# design 1

<file path="src/rtl/ticsat_cmd_sequencer.sv">
// Command sequencer for an N x N systolic array: per job it loads weights,
// fills the skew queue, then streams M vectors plus N-1 drain cycles.
module ticsat_cmd_sequencer #(
  parameter int N     = 8,
  parameter int LEN_W = 16
) (
  input  logic             i_clk,
  input  logic             i_rst,
  input  logic             i_start_valid,
  output logic             o_start_ready,
  input  logic [LEN_W-1:0] i_start_len,
  input  logic             i_start_reuse_w,
  input  logic             i_feed_valid,
  output logic [1:0]       o_cmd,
  output logic             o_out_valid,
  output logic             o_busy,
  output logic             o_done
);

  // One extra bit beyond LEN_W + log2(N) so M + N - 1 never wraps.
  localparam int CNT_W = LEN_W + $clog2(N) + 1;

  localparam logic [1:0] CMD_WRITE  = 2'b00;
  localparam logic [1:0] CMD_QUEUE  = 2'b01;
  localparam logic [1:0] CMD_STREAM = 2'b10;
  localparam logic [1:0] CMD_NONE   = 2'b11;

  localparam logic [CNT_W-1:0] W_NM1 = CNT_W'(N - 1);
  localparam logic [CNT_W-1:0] W_ONE = CNT_W'(1);

  typedef enum logic [2:0] {
    S_IDLE,
    S_WEIGHTS,
    S_QUEUE,
    S_STREAM,
    S_DONE
  } state_t;

  // A 1x1 array has no skew to fill, so the queue phase disappears.
  localparam state_t S_AFTER_W = (N > 1) ? S_QUEUE : S_STREAM;

  state_t           r_state;
  logic [CNT_W-1:0] r_cnt;
  logic [LEN_W-1:0] r_len;
  logic             r_weights_loaded;

  state_t           w_state_nxt;
  logic [CNT_W-1:0] w_cnt_nxt;
  logic [CNT_W-1:0] w_cnt_inc;
  logic [CNT_W-1:0] w_len_ext;
  logic             w_accept;
  logic             w_set_loaded;
  logic             w_issue;

  always_ff @(posedge i_clk) begin
    if (i_rst) begin
      r_state          <= S_IDLE;
      r_cnt            <= '0;
      r_len            <= '0;
      r_weights_loaded <= 1'b0;
    end else begin
      r_state <= w_state_nxt;
      r_cnt   <= w_cnt_nxt;
      if (w_accept) begin
        r_len <= i_start_len;
      end
      if (w_set_loaded) begin
        r_weights_loaded <= 1'b1;
      end
    end
  end

  always_comb begin
    w_state_nxt   = r_state;
    w_cnt_nxt     = r_cnt;
    w_accept      = 1'b0;
    w_set_loaded  = 1'b0;
    w_issue       = 1'b0;
    w_cnt_inc     = r_cnt + W_ONE;
    w_len_ext     = {{(CNT_W - LEN_W){1'b0}}, r_len};
    o_cmd         = CMD_NONE;
    o_out_valid   = 1'b0;
    o_done        = 1'b0;
    o_start_ready = (r_state == S_IDLE);
    o_busy        = (r_state != S_IDLE);

    case (r_state)
      S_IDLE: begin
        if (i_start_valid) begin
          w_accept  = 1'b1;
          w_cnt_nxt = '0;
          if (i_start_reuse_w && r_weights_loaded) begin
            w_state_nxt = (i_start_len == '0) ? S_DONE : S_AFTER_W;
          end else begin
            w_state_nxt = S_WEIGHTS;
          end
        end
      end

      S_WEIGHTS: begin
        if (i_feed_valid) begin
          o_cmd = CMD_WRITE;
          if (r_cnt == W_NM1) begin
            w_set_loaded = 1'b1;
            w_cnt_nxt    = '0;
            w_state_nxt  = (r_len == '0) ? S_DONE : S_AFTER_W;
          end else begin
            w_cnt_nxt = w_cnt_inc;
          end
        end
      end

      S_QUEUE: begin
        if (i_feed_valid) begin
          o_cmd = CMD_QUEUE;
          if (w_cnt_inc == W_NM1) begin
            w_cnt_nxt   = '0;
            w_state_nxt = S_STREAM;
          end else begin
            w_cnt_nxt = w_cnt_inc;
          end
        end
      end

      S_STREAM: begin
        // Drain cycles (index >= M) only flush the array and never wait on data.
        w_issue = i_feed_valid || (r_cnt >= w_len_ext);
        if (w_issue) begin
          o_cmd       = CMD_STREAM;
          o_out_valid = (r_cnt >= W_NM1);
          if (w_cnt_inc == (w_len_ext + W_NM1)) begin
            w_cnt_nxt   = '0;
            w_state_nxt = S_DONE;
          end else begin
            w_cnt_nxt = w_cnt_inc;
          end
        end
      end

      S_DONE: begin
        o_done      = 1'b1;
        w_state_nxt = S_IDLE;
      end

      default: begin
        w_state_nxt = S_IDLE;
        w_cnt_nxt   = '0;
      end
    endcase
  end

endmodule

</file>
<file path="config.mk">
export PLATFORM = sky130hd
export DESIGN_NAME = ticsat_cmd_sequencer
export DESIGN_NICKNAME = d
export VERILOG_FILES = /design/src/rtl/ticsat_cmd_sequencer.sv
export SDC_FILE = /design/constraint.sdc
export NUM_CORES = 1
export LEC_CHECK = 0
export CORE_MARGIN = 4
export CORE_UTILIZATION = 60
export DETAILED_ROUTE_END_ITERATION = 16
export HOLD_SLACK_MARGIN = 0.12
export PLACE_DENSITY = 0.81
export SLEW_MARGIN = 40
export SYNTH_ARGS = -nofsm -noshare
export SYNTH_HDL_FRONTEND = slang
export SYNTH_SLANG_ARGS = --single-unit
</file>
<file path="constraint.sdc">
create_clock -name i_clk -period 5.6 [get_ports i_clk]
set_clock_uncertainty 0.1 [all_clocks]
set_input_delay 1.68 -clock i_clk [delete_from_list [all_inputs] [get_ports i_clk]]
set_output_delay 1.68 -clock i_clk [all_outputs]
set_load 0.02 [all_outputs]
</file>
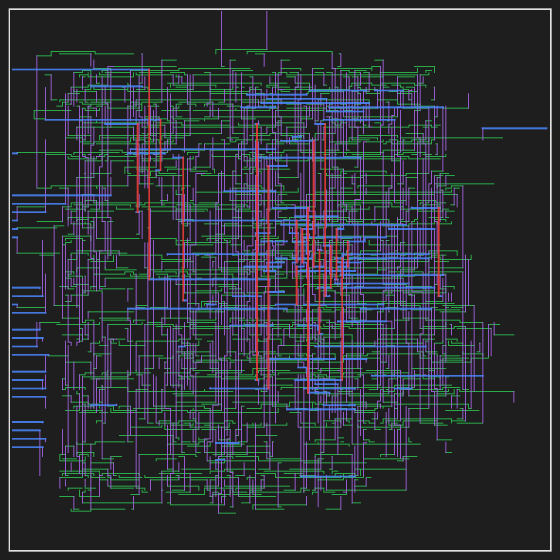
*Signal wires by layer, design 1*
Red is met4, wire length 320 um. Green is met1, wire length 4,220 um. Blue is met3, wire length 780 um. Purple is met2, wire length 4,370 um.

==> flow_summary.rst <==
Metrics
=======

.. list-table::
   :header-rows: 1

   * - Metric
     - Value
   * - Clock distribution area overhead in the final layout
     - between 2 and 2.5%
   * - Count of input and output buffers
     - 26
   * - Proportion of cell area occupied by registers
     - 19.68%
   * - Top-Level Pins
     - 27
   * - Total of fill cells in the finished design
     - 521
   * - Placed inst area
     - about 4000 sq um
   * - Gr busiest metal
     - met2
   * - Final core occ
     - 67.52%
   * - Post-synthesis cell count
     - between 400 and 500
   * - Share of cells above drive strength 1
     - 9.899%
   * - Category of the worst setup path launch point
     - input port
   * - Combinational gate area
     - approximately 2700 sq um
   * - Netlist area before placement
     - 3792 sq um
   * - Floorplan-stage core utilization
     - 62.94%
   * - Crit path time final
     - between 5000 and 6000 ps
   * - Maximum number of pins on one net before global-route repair
     - 27
   * - Chip width
     - between 80 and 90 um
   * - Share of power burned in registers
     - 34.3%
   * - Number of buffers inserted for hold repair after clock tree synthesis
     - 0
   * - Switch share
     - between 40% and 50%
   * - Wire length reported by the detailed router
     - a little under 10,000 um
   * - Portion of total power attributed to the clock network
     - between 10% and 20%
   * - Number of warnings issued by yosys
     - 0
   * - Commonest flop
     - sky130_fd_sc_hd__dfxtp_1
   * - Status
     - completed
   * - Via total after detailed routing
     - 3,690
   * - Cells taking the most area after synthesis
     - sky130_fd_sc_hd__dfxtp_1 21%, sky130_fd_sc_hd__xnor2_1 7.4%, sky130_fd_sc_hd__nand2_1 6.6%
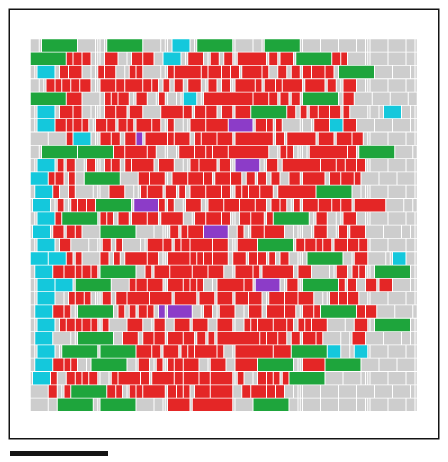
*Cells coloured by class, design 1*
The bar under the picture is 20 um long. Fill, decap, tap and diode cells in grey.
Purple is clock drivers and dummy loads, cells 8. Cyan is other buffers and delay cells, cells 31. Green is flip-flops, cells 40. Red is all other logic, cells 416.

worst max path at each step:
stage / startpoint / to / slack, ps / cells past startpoint
floorplan: i_feed_valid / o_cmd[0] / 1420 / 3
global placement: i_feed_valid / o_cmd[0] / 440 / 5
detailed placement: i_feed_valid / o_cmd[0] / 410 / 5
CTS: i_feed_valid / o_cmd[0] / 390 / 5
global route: i_feed_valid / o_cmd[0] / 300 / 5
finish: i_feed_valid / o_cmd[0] / 410 / 5
critical path, cell delays in order:
cell and delay, ps:
sky130_fd_sc_hd__clkdlybuf4s50_1 480, sky130_fd_sc_hd__nor3_1 220, sky130_fd_sc_hd__o311ai_1 210, sky130_fd_sc_hd__a21oi_1 200, sky130_fd_sc_hd__clkdlybuf4s50_1 630
kinds of logic after synthesis:
kind of cell	synth area share [%]
compound gates	18.41
mux	0.2969
buf+inv	7.753
flops	21.12
xor+xnor	10.82
simple gates	35.01
fa+ha+maj	6.598
registers in the layout, summed over array words and instances, names as in the netlist:
name and count:
r_weights_loaded 1, r_cnt 20, r_state 3, r_len 16

# design 2

### Cell placement, design 2

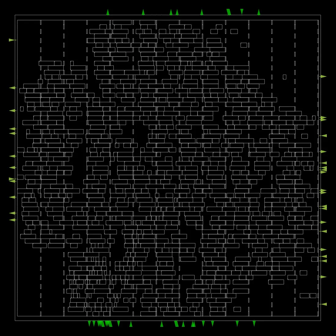
### Cells coloured by class, design 2

The bar under the picture is 50 um long. Fill, decap, tap and diode cells in grey.
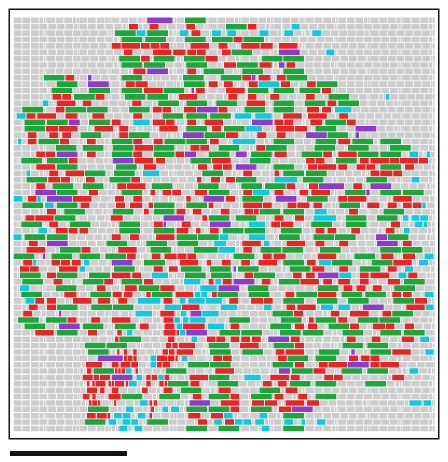
File: src/rtl/affinex_point_fifo_if.sv
// Point-FIFO bus bundle: coordinate write strobes, engine valid/ready pop, status.
// Optional watermark signals exist only when AFFINEX_FIFO_WMARK_EN is defined.
interface affinex_point_fifo_if #(
    parameter int unsigned DEPTH = 8,
    parameter int unsigned WIDTH = 16
);
    localparam int unsigned CW = $clog2(DEPTH) + 1;

    logic             clear_i;
    logic             wr_x_i;
    logic             wr_y_i;
    logic [WIDTH-1:0] wdata_i;
    logic             pt_valid_o;
    logic             pt_ready_i;
    logic [WIDTH-1:0] pt_x_o;
    logic [WIDTH-1:0] pt_y_o;
    logic [CW-1:0]    count_o;
    logic             full_o;
    logic             empty_o;
    logic             x_pending_o;
    logic             overflow_o;
`ifdef AFFINEX_FIFO_WMARK_EN
    logic [CW-1:0]    wmark_i;
    logic             level_irq_o;

    modport master (
        output clear_i, wr_x_i, wr_y_i, wdata_i, pt_ready_i, wmark_i,
        input  pt_valid_o, pt_x_o, pt_y_o, count_o, full_o, empty_o,
               x_pending_o, overflow_o, level_irq_o
    );
    modport slave (
        input  clear_i, wr_x_i, wr_y_i, wdata_i, pt_ready_i, wmark_i,
        output pt_valid_o, pt_x_o, pt_y_o, count_o, full_o, empty_o,
               x_pending_o, overflow_o, level_irq_o
    );
`else
    modport master (
        output clear_i, wr_x_i, wr_y_i, wdata_i, pt_ready_i,
        input  pt_valid_o, pt_x_o, pt_y_o, count_o, full_o, empty_o,
               x_pending_o, overflow_o
    );
    modport slave (
        input  clear_i, wr_x_i, wr_y_i, wdata_i, pt_ready_i,
        output pt_valid_o, pt_x_o, pt_y_o, count_o, full_o, empty_o,
               x_pending_o, overflow_o
    );
`endif
endinterface

File: src/rtl/affinex_point_fifo.sv
// Input point FIFO for the affine transform batch mode: stages X, pushes (X,Y)
// on a Y write, presents the head first-word-fall-through to the engine.
// Optional registered watermark interrupt: define AFFINEX_FIFO_WMARK_EN.
module affinex_point_fifo #(
    parameter int unsigned DEPTH = 8,
    parameter int unsigned WIDTH = 16
) (
    input  logic                  clk,
    input  logic                  rst_n,
    affinex_point_fifo_if.slave   bus
);
    localparam int unsigned AW = $clog2(DEPTH);
    localparam int unsigned CW = AW + 1;
    localparam int unsigned PW = 2 * WIDTH;

    logic [PW-1:0]    mem_q [DEPTH];
    logic [AW-1:0]    wr_ptr_q, wr_ptr_d;
    logic [AW-1:0]    rd_ptr_q, rd_ptr_d;
    logic [CW-1:0]    count_q, count_d;
    logic [WIDTH-1:0] stx_q, stx_d;
    logic             xpend_q, xpend_d;
    logic             ovf_q, ovf_d;
    logic             push_ok, pop_ok;
    logic [WIDTH-1:0] x_eff;
    logic             is_empty, is_full;

    assign is_empty = (count_q == '0);
    assign is_full  = (count_q == CW'(DEPTH));

    // Next-state: clear wins over everything; a pop frees room for a same-cycle push.
    always_comb begin
        wr_ptr_d = wr_ptr_q;
        rd_ptr_d = rd_ptr_q;
        count_d  = count_q;
        stx_d    = stx_q;
        xpend_d  = xpend_q;
        ovf_d    = ovf_q;
        pop_ok   = bus.pt_ready_i && !is_empty;
        push_ok  = bus.wr_y_i && (!is_full || pop_ok);
        x_eff    = bus.wr_x_i ? bus.wdata_i : stx_q;
        if (bus.clear_i) begin
            pop_ok   = 1'b0;
            push_ok  = 1'b0;
            wr_ptr_d = '0;
            rd_ptr_d = '0;
            count_d  = '0;
            stx_d    = '0;
            xpend_d  = 1'b0;
            ovf_d    = 1'b0;
        end else begin
            if (bus.wr_x_i) begin
                stx_d   = bus.wdata_i;
                xpend_d = 1'b1;
            end
            if (bus.wr_y_i) begin
                xpend_d = 1'b0;
                if (!push_ok) ovf_d = 1'b1;
            end
            if (push_ok) wr_ptr_d = wr_ptr_q + AW'(1);
            if (pop_ok)  rd_ptr_d = rd_ptr_q + AW'(1);
            count_d = count_q + CW'(push_ok) - CW'(pop_ok);
        end
    end

    // Control state registers.
    always_ff @(posedge clk or negedge rst_n) begin
        if (!rst_n) begin
            wr_ptr_q <= '0;
            rd_ptr_q <= '0;
            count_q  <= '0;
            stx_q    <= '0;
            xpend_q  <= 1'b0;
            ovf_q    <= 1'b0;
        end else begin
            wr_ptr_q <= wr_ptr_d;
            rd_ptr_q <= rd_ptr_d;
            count_q  <= count_d;
            stx_q    <= stx_d;
            xpend_q  <= xpend_d;
            ovf_q    <= ovf_d;
        end
    end

    // Point storage; reset so the head reads zero out of reset, untouched by clear.
    always_ff @(posedge clk or negedge rst_n) begin
        if (!rst_n) begin
            for (int i = 0; i < int'(DEPTH); i++) mem_q[i] <= '0;
        end else if (push_ok) begin
            mem_q[wr_ptr_q] <= {x_eff, bus.wdata_i};
        end
    end

    assign bus.pt_valid_o  = !is_empty;
    assign bus.pt_x_o      = mem_q[rd_ptr_q][PW-1:WIDTH];
    assign bus.pt_y_o      = mem_q[rd_ptr_q][WIDTH-1:0];
    assign bus.count_o     = count_q;
    assign bus.full_o      = is_full;
    assign bus.empty_o     = is_empty;
    assign bus.x_pending_o = xpend_q;
    assign bus.overflow_o  = ovf_q;

`ifdef AFFINEX_FIFO_WMARK_EN
    logic level_irq_q;

    // Watermark level interrupt, one cycle behind the stored count.
    always_ff @(posedge clk or negedge rst_n) begin
        if (!rst_n) level_irq_q <= 1'b0;
        else        level_irq_q <= (bus.wmark_i != '0) && (count_q >= bus.wmark_i);
    end

    assign bus.level_irq_o = level_irq_q;
`endif
endmodule

File: src/flat_wrapper.sv
// flat-port wrapper written by rule: the top's interface ports become plain ports
module affinex_point_fifo_flat 
#(
    parameter int unsigned DEPTH = 8,
    parameter int unsigned WIDTH = 16
)
  (clk, rst_n, bus_clear_i, bus_wr_x_i, bus_wr_y_i, bus_wdata_i, bus_pt_ready_i, bus_pt_valid_o, bus_pt_x_o, bus_pt_y_o, bus_count_o, bus_full_o, bus_empty_o, bus_x_pending_o, bus_overflow_o);
  affinex_point_fifo_if #(.DEPTH(DEPTH), .WIDTH(WIDTH)) bus_i ();
  input  logic clk;
  input  logic rst_n;
  input wire logic [$bits(bus_i.clear_i)-1:0] bus_clear_i;
  input wire logic [$bits(bus_i.wr_x_i)-1:0] bus_wr_x_i;
  input wire logic [$bits(bus_i.wr_y_i)-1:0] bus_wr_y_i;
  input wire logic [$bits(bus_i.wdata_i)-1:0] bus_wdata_i;
  input wire logic [$bits(bus_i.pt_ready_i)-1:0] bus_pt_ready_i;
  output wire logic [$bits(bus_i.pt_valid_o)-1:0] bus_pt_valid_o;
  output wire logic [$bits(bus_i.pt_x_o)-1:0] bus_pt_x_o;
  output wire logic [$bits(bus_i.pt_y_o)-1:0] bus_pt_y_o;
  output wire logic [$bits(bus_i.count_o)-1:0] bus_count_o;
  output wire logic [$bits(bus_i.full_o)-1:0] bus_full_o;
  output wire logic [$bits(bus_i.empty_o)-1:0] bus_empty_o;
  output wire logic [$bits(bus_i.x_pending_o)-1:0] bus_x_pending_o;
  output wire logic [$bits(bus_i.overflow_o)-1:0] bus_overflow_o;
  assign bus_i.clear_i = bus_clear_i;
  assign bus_i.wr_x_i = bus_wr_x_i;
  assign bus_i.wr_y_i = bus_wr_y_i;
  assign bus_i.wdata_i = bus_wdata_i;
  assign bus_i.pt_ready_i = bus_pt_ready_i;
  assign bus_pt_valid_o = bus_i.pt_valid_o;
  assign bus_pt_x_o = bus_i.pt_x_o;
  assign bus_pt_y_o = bus_i.pt_y_o;
  assign bus_count_o = bus_i.count_o;
  assign bus_full_o = bus_i.full_o;
  assign bus_empty_o = bus_i.empty_o;
  assign bus_x_pending_o = bus_i.x_pending_o;
  assign bus_overflow_o = bus_i.overflow_o;
  affinex_point_fifo #(.DEPTH(DEPTH), .WIDTH(WIDTH)) u_core (.clk(clk), .rst_n(rst_n), .bus(bus_i));
endmodule
File: config.mk
export PLATFORM = sky130hd
export DESIGN_NAME = affinex_point_fifo_flat
export DESIGN_NICKNAME = d
export VERILOG_FILES = /design/src/rtl/affinex_point_fifo_if.sv /design/src/rtl/affinex_point_fifo.sv /design/src/flat_wrapper.sv
export SDC_FILE = /design/constraint.sdc
export NUM_CORES = 1
export LEC_CHECK = 0
export ABC_AREA = 0
export CELL_PAD_IN_SITES_DETAIL_PLACEMENT = 0
export CELL_PAD_IN_SITES_GLOBAL_PLACEMENT = 1
export CORE_UTILIZATION = 40
export DETAILED_ROUTE_END_ITERATION = 10
export HOLD_SLACK_MARGIN = 0.03
export PLACE_DENSITY = 0.67
export SYNTH_ARGS = -nofsm -noshare
export SYNTH_HDL_FRONTEND = slang
export SYNTH_SLANG_ARGS = --single-unit
File: constraint.sdc
create_clock -name clk -period 2.75 [get_ports clk]
set_input_delay 0.4125 -clock clk [delete_from_list [all_inputs] [get_ports clk]]
set_output_delay 0.4125 -clock clk [all_outputs]
set_load 0.01 [all_outputs]
==> flow_summary.rst <==
Metrics
=======

.. list-table::
   :header-rows: 1

   * - Metric
     - Value
   * - Status
     - finished with violations
   * - Violations in the final reports
     - setup timing
   * - Category of the worst setup path launch point
     - flip-flop
   * - Synthesized area per cell
     - about 17 sq um
   * - Antenna fix cells
     - 0
   * - Leading cell type by number of instances after synthesis
     - sky130_fd_sc_hd__dfrtp_1
   * - Worst reg-to-reg path cell count
     - 11
   * - Number of setup violations in the final report
     - 10
   * - Cell class contributing the biggest share of worst-path delay
     - multiplexers
   * - Routing usage on met2
     - 32.58%
   * - Post-synthesis cell count
     - 790
   * - Setup repair after global routing missed its margin
     - yes
   * - Top cell types by occurrence after synthesis
     - 284 x sky130_fd_sc_hd__dfrtp_1, 261 x sky130_fd_sc_hd__mux2_2, 64 x sky130_fd_sc_hd__mux4_2
   * - Biggest power consumer among the groups
     - sequential cells
   * - Count of input and output buffers
     - 62
   * - TritonCTS sink count
     - ~280
   * - Top-Level Pins
     - 63
   * - Most frequent cell on the critical path
     - sky130_fd_sc_hd__buf_12
   * - Share of power burned in registers
     - 38.7%
   * - Origin of the worst setup path
     - u_core.rd_ptr_q[0]$_DFFE_PN0P_
   * - Crit path time final
     - roughly 2800 ps
   * - Largest non-sequential cell family by area
     - multiplexers
   * - Final Hold Fails
     - 0
   * - Period utilisation layout
     - 100.8%
   * - Final core occ
     - between 50 and 60%
   * - Static leakage
     - approximately 7.3 nW
   * - Total negative slack
     - -109.9 ps
   * - Met1 demand-to-capacity share in global routing
     - 26.26%
   * - Post-synthesis simple-gate area fraction
     - under 10%
   * - Combinational cell power
     - a little under 5 mW
   * - Share of flip-flops with an asynchronous set or reset
     - 100.0%
   * - Post-layout worst setup margin
     - -21.72 ps
   * - Critical Path Max Stage Delay
     - between 500 and 600 ps
   * - Most numerous logic cell after layout
     - sky130_fd_sc_hd__dfrtp_1
   * - Via-per-instance ratio
     - 5.352
   * - Routed length on met1
     - 13,570 um
   * - Worst path cell trace
     - buf_12 > buf_16 > buf_12 > mux4_2 > mux2_4 > buf_6
   * - Commonest flop
     - sky130_fd_sc_hd__dfrtp_1
   * - DR WL/cell
     - around 23 um
   * - Wire length of the first global-routing pass
     - 49,300 um
   * - Grt met3 use
     - approximately 2.8%
   * - Power density over cell area
     - ~930 nW/um^2
   * - Standard cell with the maximum stage delay on the critical path
     - sky130_fd_sc_hd__dfrtp_4
Notes on 'Cell placement' of design 2 above:
Well Taps: 435
Core Rows: 65
CORE AREA: 31,800 sq um
non-filler cells, final: 1,348
total of fill cells in the finished design: 2,664

Notes on 'Cells coloured by class' of design 2 above:
Green is flip-flops, cells 284. Cyan is other buffers and delay cells, cells 121. Purple is clock drivers and dummy loads, cells 52. Red is all other logic, cells 456.

==> flip-flops by register name (all words and copies together) (netlist names) <==
signal	cells
u_core.bus.overflow_o	1
u_core.rd_ptr_q	3
u_core.wr_ptr_q	3
u_core.stx_q	16
u_core.bus.count_o	4
u_core.bus.x_pending_o	1
u_core.mem_q	256
==> final cells by class <==
cell class	instances	area, sq um
fill	2664	15850
sequential	284	7112
multi-input combinational	444	5746
timing repair buffer	121	1475
clock buffer	42	877.1
tap	435	544.3
clock inverter	10	152.6
inverter	12	46.29
==> worst min-delay path by stage <==
stage | from | to | slack [ps]
floorplan | rst_n | u_core.bus.count_o[0]$_DFF_PN0_ | 120
global placement | rst_n | u_core.mem_q[73]$_DFFE_PN0P_ | 410
detailed placement | rst_n | u_core.mem_q[41]$_DFFE_PN0P_ | 420
CTS | rst_n | u_core.mem_q[41]$_DFFE_PN0P_ | 430
global route | rst_n | u_core.mem_q[41]$_DFFE_PN0P_ | 470
finish | rst_n | u_core.mem_q[41]$_DFFE_PN0P_ | 420
==> what timing repair did <==
action	CTS	global route
setup endpoints to repair	34	29
setup buffers	18	1
hold buffers	1	0
cloned	2	1
pin swaps	0	0
resized	186	8
endpoints found under the hold margin	65	0

# design 3

**config.mk**
```make
export PLATFORM = sky130hd
export DESIGN_NAME = stage_sequencer
export DESIGN_NICKNAME = d
export VERILOG_FILES = /design/src/rtl/mips_pkg.sv /design/src/rtl/stage_sequencer_sat_counter.sv /design/src/rtl/stage_sequencer.sv
export SDC_FILE = /design/constraint.sdc
export NUM_CORES = 1
export LEC_CHECK = 0
export CAP_MARGIN = 15
export CORE_MARGIN = 4
export CORE_UTILIZATION = 48
export CTS_BUF_LIST = sky130_fd_sc_hd__clkbuf_8
export DETAILED_ROUTE_END_ITERATION = 8
export PLACE_DENSITY_LB_ADDON = 0.08
export SETUP_SLACK_MARGIN = 0.15
export SLEW_MARGIN = 10
export SYNTH_ARGS = -nofsm -noshare
export SYNTH_HDL_FRONTEND = slang
export SYNTH_SLANG_ARGS = --single-unit
```
**constraint.sdc**
```tcl
create_clock -name clk -period 6 [get_ports clk]
set_input_delay 1.5 -clock clk [delete_from_list [all_inputs] [get_ports clk]]
set_output_delay 1.5 -clock clk [all_outputs]
set_load 0.02 [all_outputs]
```
**src/rtl/mips_pkg.sv**
```systemverilog
// Shared stage encodings, opcode constants and FSM state type for the multi-cycle MIPS core.
// Latency: n/a (constants and types only).
// Backpressure: n/a.
package mips_pkg;

  // Stage bus encodings seen by fetch/decode/ALU/memory/write-back.
  localparam logic [2:0] STG_FETCH  = 3'd0;
  localparam logic [2:0] STG_DECODE = 3'd1;
  localparam logic [2:0] STG_EXEC   = 3'd2;
  localparam logic [2:0] STG_MEM    = 3'd3;
  localparam logic [2:0] STG_WB     = 3'd4;
  localparam logic [2:0] STG_HALT   = 3'd6;
  localparam logic [2:0] STG_IDLE   = 3'd7;

  // Primary opcode field values.
  localparam logic [5:0] OP_RTYPE = 6'b000000;
  localparam logic [5:0] OP_LW    = 6'b100011;
  localparam logic [5:0] OP_SW    = 6'b101011;
  localparam logic [5:0] OP_BEQ   = 6'b000100;
  localparam logic [5:0] OP_BNE   = 6'b000101;
  localparam logic [5:0] OP_END   = 6'b111111;

  // State values equal the stage codes so the stage bus is the state register itself.
  typedef enum logic [2:0] {
    S_FETCH  = STG_FETCH,
    S_DECODE = STG_DECODE,
    S_EXEC   = STG_EXEC,
    S_MEM    = STG_MEM,
    S_WB     = STG_WB,
    S_HALT   = STG_HALT,
    S_IDLE   = STG_IDLE
  } state_t;

endpackage

```
**src/rtl/stage_sequencer_sat_counter.sv**
```systemverilog
// Saturating up-counter used for retired-instruction and performance counts.
// Latency: an inc is visible on count one cycle later.
// Backpressure: none; holds at all-ones once saturated.
module sat_counter #(
  parameter int WIDTH = 32
) (
  input  logic             clk,
  input  logic             rst_n,
  input  logic             inc,
  output logic [WIDTH-1:0] count
);

  // Count up on inc, sticking at all-ones.
  always_ff @(posedge clk or negedge rst_n) begin
    if (!rst_n) begin
      count <= '0;
    end else if (inc && (count != {WIDTH{1'b1}})) begin
      count <= count + 1'b1;
    end
  end

endmodule

```
**src/rtl/stage_sequencer.sv**
```systemverilog
// Multi-cycle control FSM driving the stage bus, PC/register-file enables and retired count.
// Latency: branch 3 cycles, R-type 4, SW 4, LW 5 (plus memory wait cycles).
// Backpressure: MEM holds on mem_ready=0 up to MEM_TIMEOUT cycles; STAGE_SEQ_PERF_EN adds cycle/stall counters.
module stage_sequencer
  import mips_pkg::*;
#(
  parameter int CNT_WIDTH   = 32,
  parameter int MEM_TIMEOUT = 16
) (
  input  logic                 clk,
  input  logic                 rst_n,
  input  logic                 start,
  input  logic [5:0]           opcode,
  input  logic                 branch,
  input  logic                 memRead,
  input  logic                 memWrite,
  input  logic                 regWrite,
  input  logic                 endProgram,
  input  logic                 alu_zero,
  input  logic                 mem_ready,
  output logic [2:0]           stage,
  output logic                 pc_write,
  output logic                 pc_src,
  output logic                 rf_we,
  output logic                 busy,
  output logic                 halted,
  output logic                 fault,
  output logic [CNT_WIDTH-1:0] instr_count,
  output logic [CNT_WIDTH-1:0] cycle_count,
  output logic [CNT_WIDTH-1:0] stall_count
);

  // Last wait-count value at which a still-unready MEM cycle declares a timeout.
  localparam logic [7:0] WAIT_LAST = 8'(MEM_TIMEOUT - 1);

  state_t     state;
  state_t     state_nxt;
  logic [7:0] wait_cnt;
  logic       is_load;
  logic       fault_set;

  // Class is decided from opcode alone; these decode strobes are redundant here.
  logic unused_ctl;
  assign unused_ctl = ^{branch, memRead, memWrite};

  assign stage  = state;
  assign busy   = (state != S_IDLE) && (state != S_HALT);
  assign halted = (state == S_HALT);

  // State register.
  always_ff @(posedge clk or negedge rst_n) begin
    if (!rst_n) begin
      state <= S_IDLE;
    end else begin
      state <= state_nxt;
    end
  end

  // Next-state and per-cycle strobes; EXECUTE decides from the registered decode outputs.
  always_comb begin
    state_nxt = state;
    pc_write  = 1'b0;
    pc_src    = 1'b0;
    rf_we     = 1'b0;
    fault_set = 1'b0;
    case (state)
      S_IDLE:   if (start) state_nxt = S_FETCH;
      S_FETCH:  state_nxt = S_DECODE;
      S_DECODE: state_nxt = S_EXEC;
      S_EXEC: begin
        if (endProgram) begin
          state_nxt = S_HALT;
        end else if (opcode == OP_RTYPE) begin
          state_nxt = S_WB;
        end else if ((opcode == OP_LW) || (opcode == OP_SW)) begin
          state_nxt = S_MEM;
        end else begin
          state_nxt = S_FETCH;
          pc_write  = 1'b1;
          if ((opcode == OP_BEQ) || (opcode == OP_BNE)) begin
            // opcode[0] distinguishes BNE, inverting the taken sense of alu_zero.
            pc_src = alu_zero ^ opcode[0];
          end else begin
            fault_set = 1'b1;
          end
        end
      end
      S_MEM: begin
        // Ready wins over a timeout landing in the same cycle.
        if (mem_ready) begin
          if (is_load) begin
            state_nxt = S_WB;
          end else begin
            state_nxt = S_FETCH;
            pc_write  = 1'b1;
          end
        end else if (wait_cnt == WAIT_LAST) begin
          state_nxt = S_HALT;
          fault_set = 1'b1;
        end
      end
      S_WB: begin
        rf_we     = regWrite;
        pc_write  = 1'b1;
        state_nxt = S_FETCH;
      end
      S_HALT:  state_nxt = S_HALT;
      default: state_nxt = S_IDLE;
    endcase
  end

  // Memory wait counter, load/store flag captured in EXECUTE, sticky fault.
  always_ff @(posedge clk or negedge rst_n) begin
    if (!rst_n) begin
      wait_cnt <= '0;
      is_load  <= 1'b0;
      fault    <= 1'b0;
    end else begin
      fault <= fault | fault_set;
      if (state == S_EXEC) begin
        is_load <= (opcode == OP_LW);
      end
      if ((state == S_MEM) && (state_nxt == S_MEM)) begin
        wait_cnt <= wait_cnt + 8'd1;
      end else begin
        wait_cnt <= '0;
      end
    end
  end

  sat_counter #(.WIDTH(CNT_WIDTH)) u_instr_cnt (
    .clk   (clk),
    .rst_n (rst_n),
    .inc   (pc_write),
    .count (instr_count)
  );

`ifdef STAGE_SEQ_PERF_EN
  sat_counter #(.WIDTH(CNT_WIDTH)) u_cycle_cnt (
    .clk   (clk),
    .rst_n (rst_n),
    .inc   (busy),
    .count (cycle_count)
  );

  sat_counter #(.WIDTH(CNT_WIDTH)) u_stall_cnt (
    .clk   (clk),
    .rst_n (rst_n),
    .inc   ((state == S_MEM) && !mem_ready),
    .count (stall_count)
  );
`else
  assign cycle_count = '0;
  assign stall_count = '0;
`endif

endmodule

```
==> flow_summary.rst <==
Metrics
=======

.. list-table::
   :header-rows: 1

   * - Metric
     - Value
   * - Status
     - completed
   * - Via-per-instance ratio
     - between 4 and 5
   * - Top register by number of flip-flops
     - u_instr_cnt.count
   * - Share of power burned in registers
     - slightly above 40%
   * - Count of clock buffers in the final design
     - 5
   * - Initial antenna violation count
     - 0
   * - Clock distribution area overhead in the final layout
     - slightly above 3%
   * - Class of the most critical setup path
     - in -> out
   * - Count of input and output buffers
     - ~53
   * - Number of setup violations in the final report
     - 0
   * - Worst relative slew slack
     - between 30% and 40%
   * - HPWL after detailed placement
     - ~4100 um
   * - Portion of total power attributed to the clock network
     - 22.9%
   * - Num sequential
     - roughly 45
   * - Gr busiest metal
     - met2
   * - Total power
     - around 0.97 mW
   * - Synthesized area per cell
     - a little under 10 sq um
   * - CTS-repair resized insts
     - 0
   * - Clock buffers created by TritonCTS
     - 5
   * - Chip width
     - roughly 86 um
   * - Wire length of the first global-routing pass
     - between 9000 and 10,000 um
   * - Antenna fix cells
     - 0
   * - Count of flip-flops with a built-in enable after synthesis
     - 0
   * - Sequential-to-total area share from yosys stat
     - between 30% and 40%
   * - Layout Area Growth over Synthesis
     - 15.28%
   * - Design Area, Final
     - about 3400 sq um
==> cells by family after synthesis <==
family | share of synthesized area [%]
muxes | 1.420
DFF | 38.86
and+or+nand+nor | 25.09
other | 0.1290
xor gates and xnor gates | 10.54
AOI/OAI and AO/OA | 4.605
adders and majority gates | 0.8604
buffers and inverters | 18.50
==> worst paths after layout <==
check | from | to | slack [ps] | depth (start not counted)
hold reg to reg | fault$_DFF_PN0_ | fault$_DFF_PN0_ | 470 | 1
max in group asynchronous | rst_n | u_instr_cnt.count[31]$_DFFE_PN0P_ | 4010 | 1
setup reg to reg | u_instr_cnt.count[0]$_DFFE_PN0P_ | u_instr_cnt.count[1]$_DFFE_PN0P_ | 3720 | 7
hold / removal | fault$_DFF_PN0_ | fault$_DFF_PN0_ | 470 | 1
setup / recovery | opcode[1] | pc_src | 820 | 6
min in group asynchronous | rst_n | u_instr_cnt.count[17]$_DFFE_PN0P_ | 1360 | 1
==> power groups by stage <==
stage	combinational [mW]	clock, mW	sequential, mW
5_1_grt	0.378	0.242	0.406
3_5_place_dp	0.355	0	0.400
2_1_floorplan	0.251	0	0.417
3_3_place_gp	0.351	0	0.400
6_report	0.353	0.222	0.395
4_1_cts	0.357	0.231	0.396
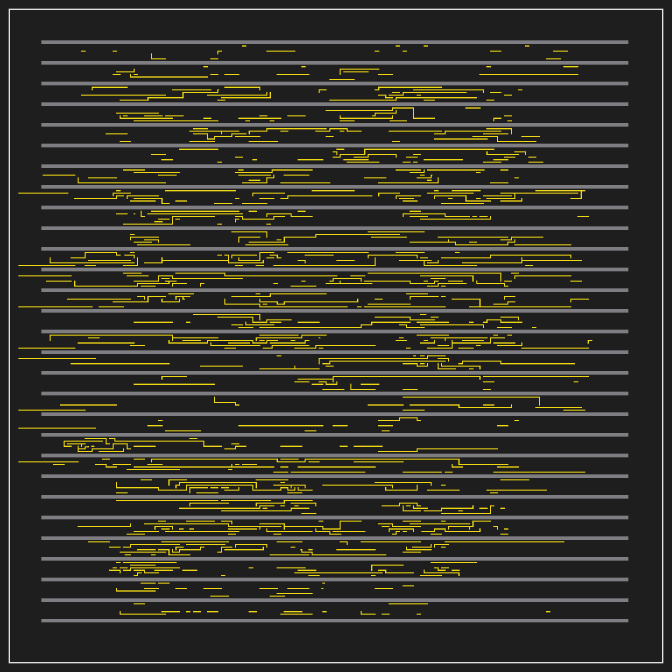
*M1 wires, design 3*
Supply wires on this layer in grey.
The wires run mostly horizontal. The layer carries 2,650 um of wire. 275 nets have wire on it. The longest straight run is 20.2 um. The layer holds 46% of the routed length.



## Gallery

Signal metal coverage by tile.
panel A
17 x 17 tiles, from black (low) to pale yellow (high), scaled to the fullest tile. Values are wire area over tile area, all layers added.
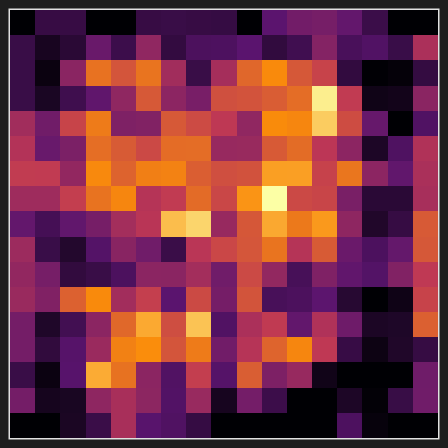
panel B
37 x 37 tiles, from black (low) to pale yellow (high), scaled to the fullest tile. Values are wire area over tile area, all layers added.
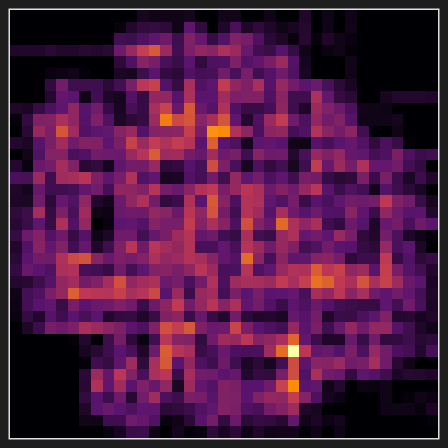
panel C
18 x 18 tiles, from black (low) to pale yellow (high), scaled to the fullest tile. Values are wire area over tile area, all layers added.
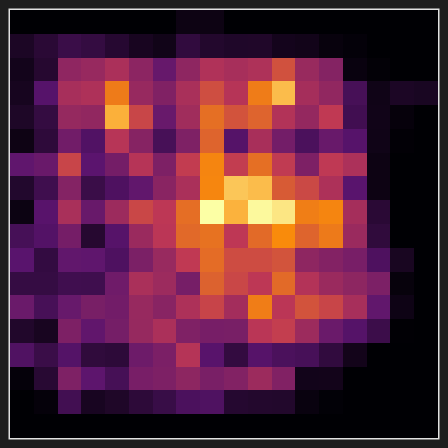
panel A: design 3
panel B: design 2
panel C: design 1

Key to panel A:
The densest ninth of the die: middle. 9.0% of the tiles are nearly empty. The emptiest ninth of the die: bottom right. The mean over all tiles is 0.13.

No activity file was given, so power comes from the tool's default toggle rates.
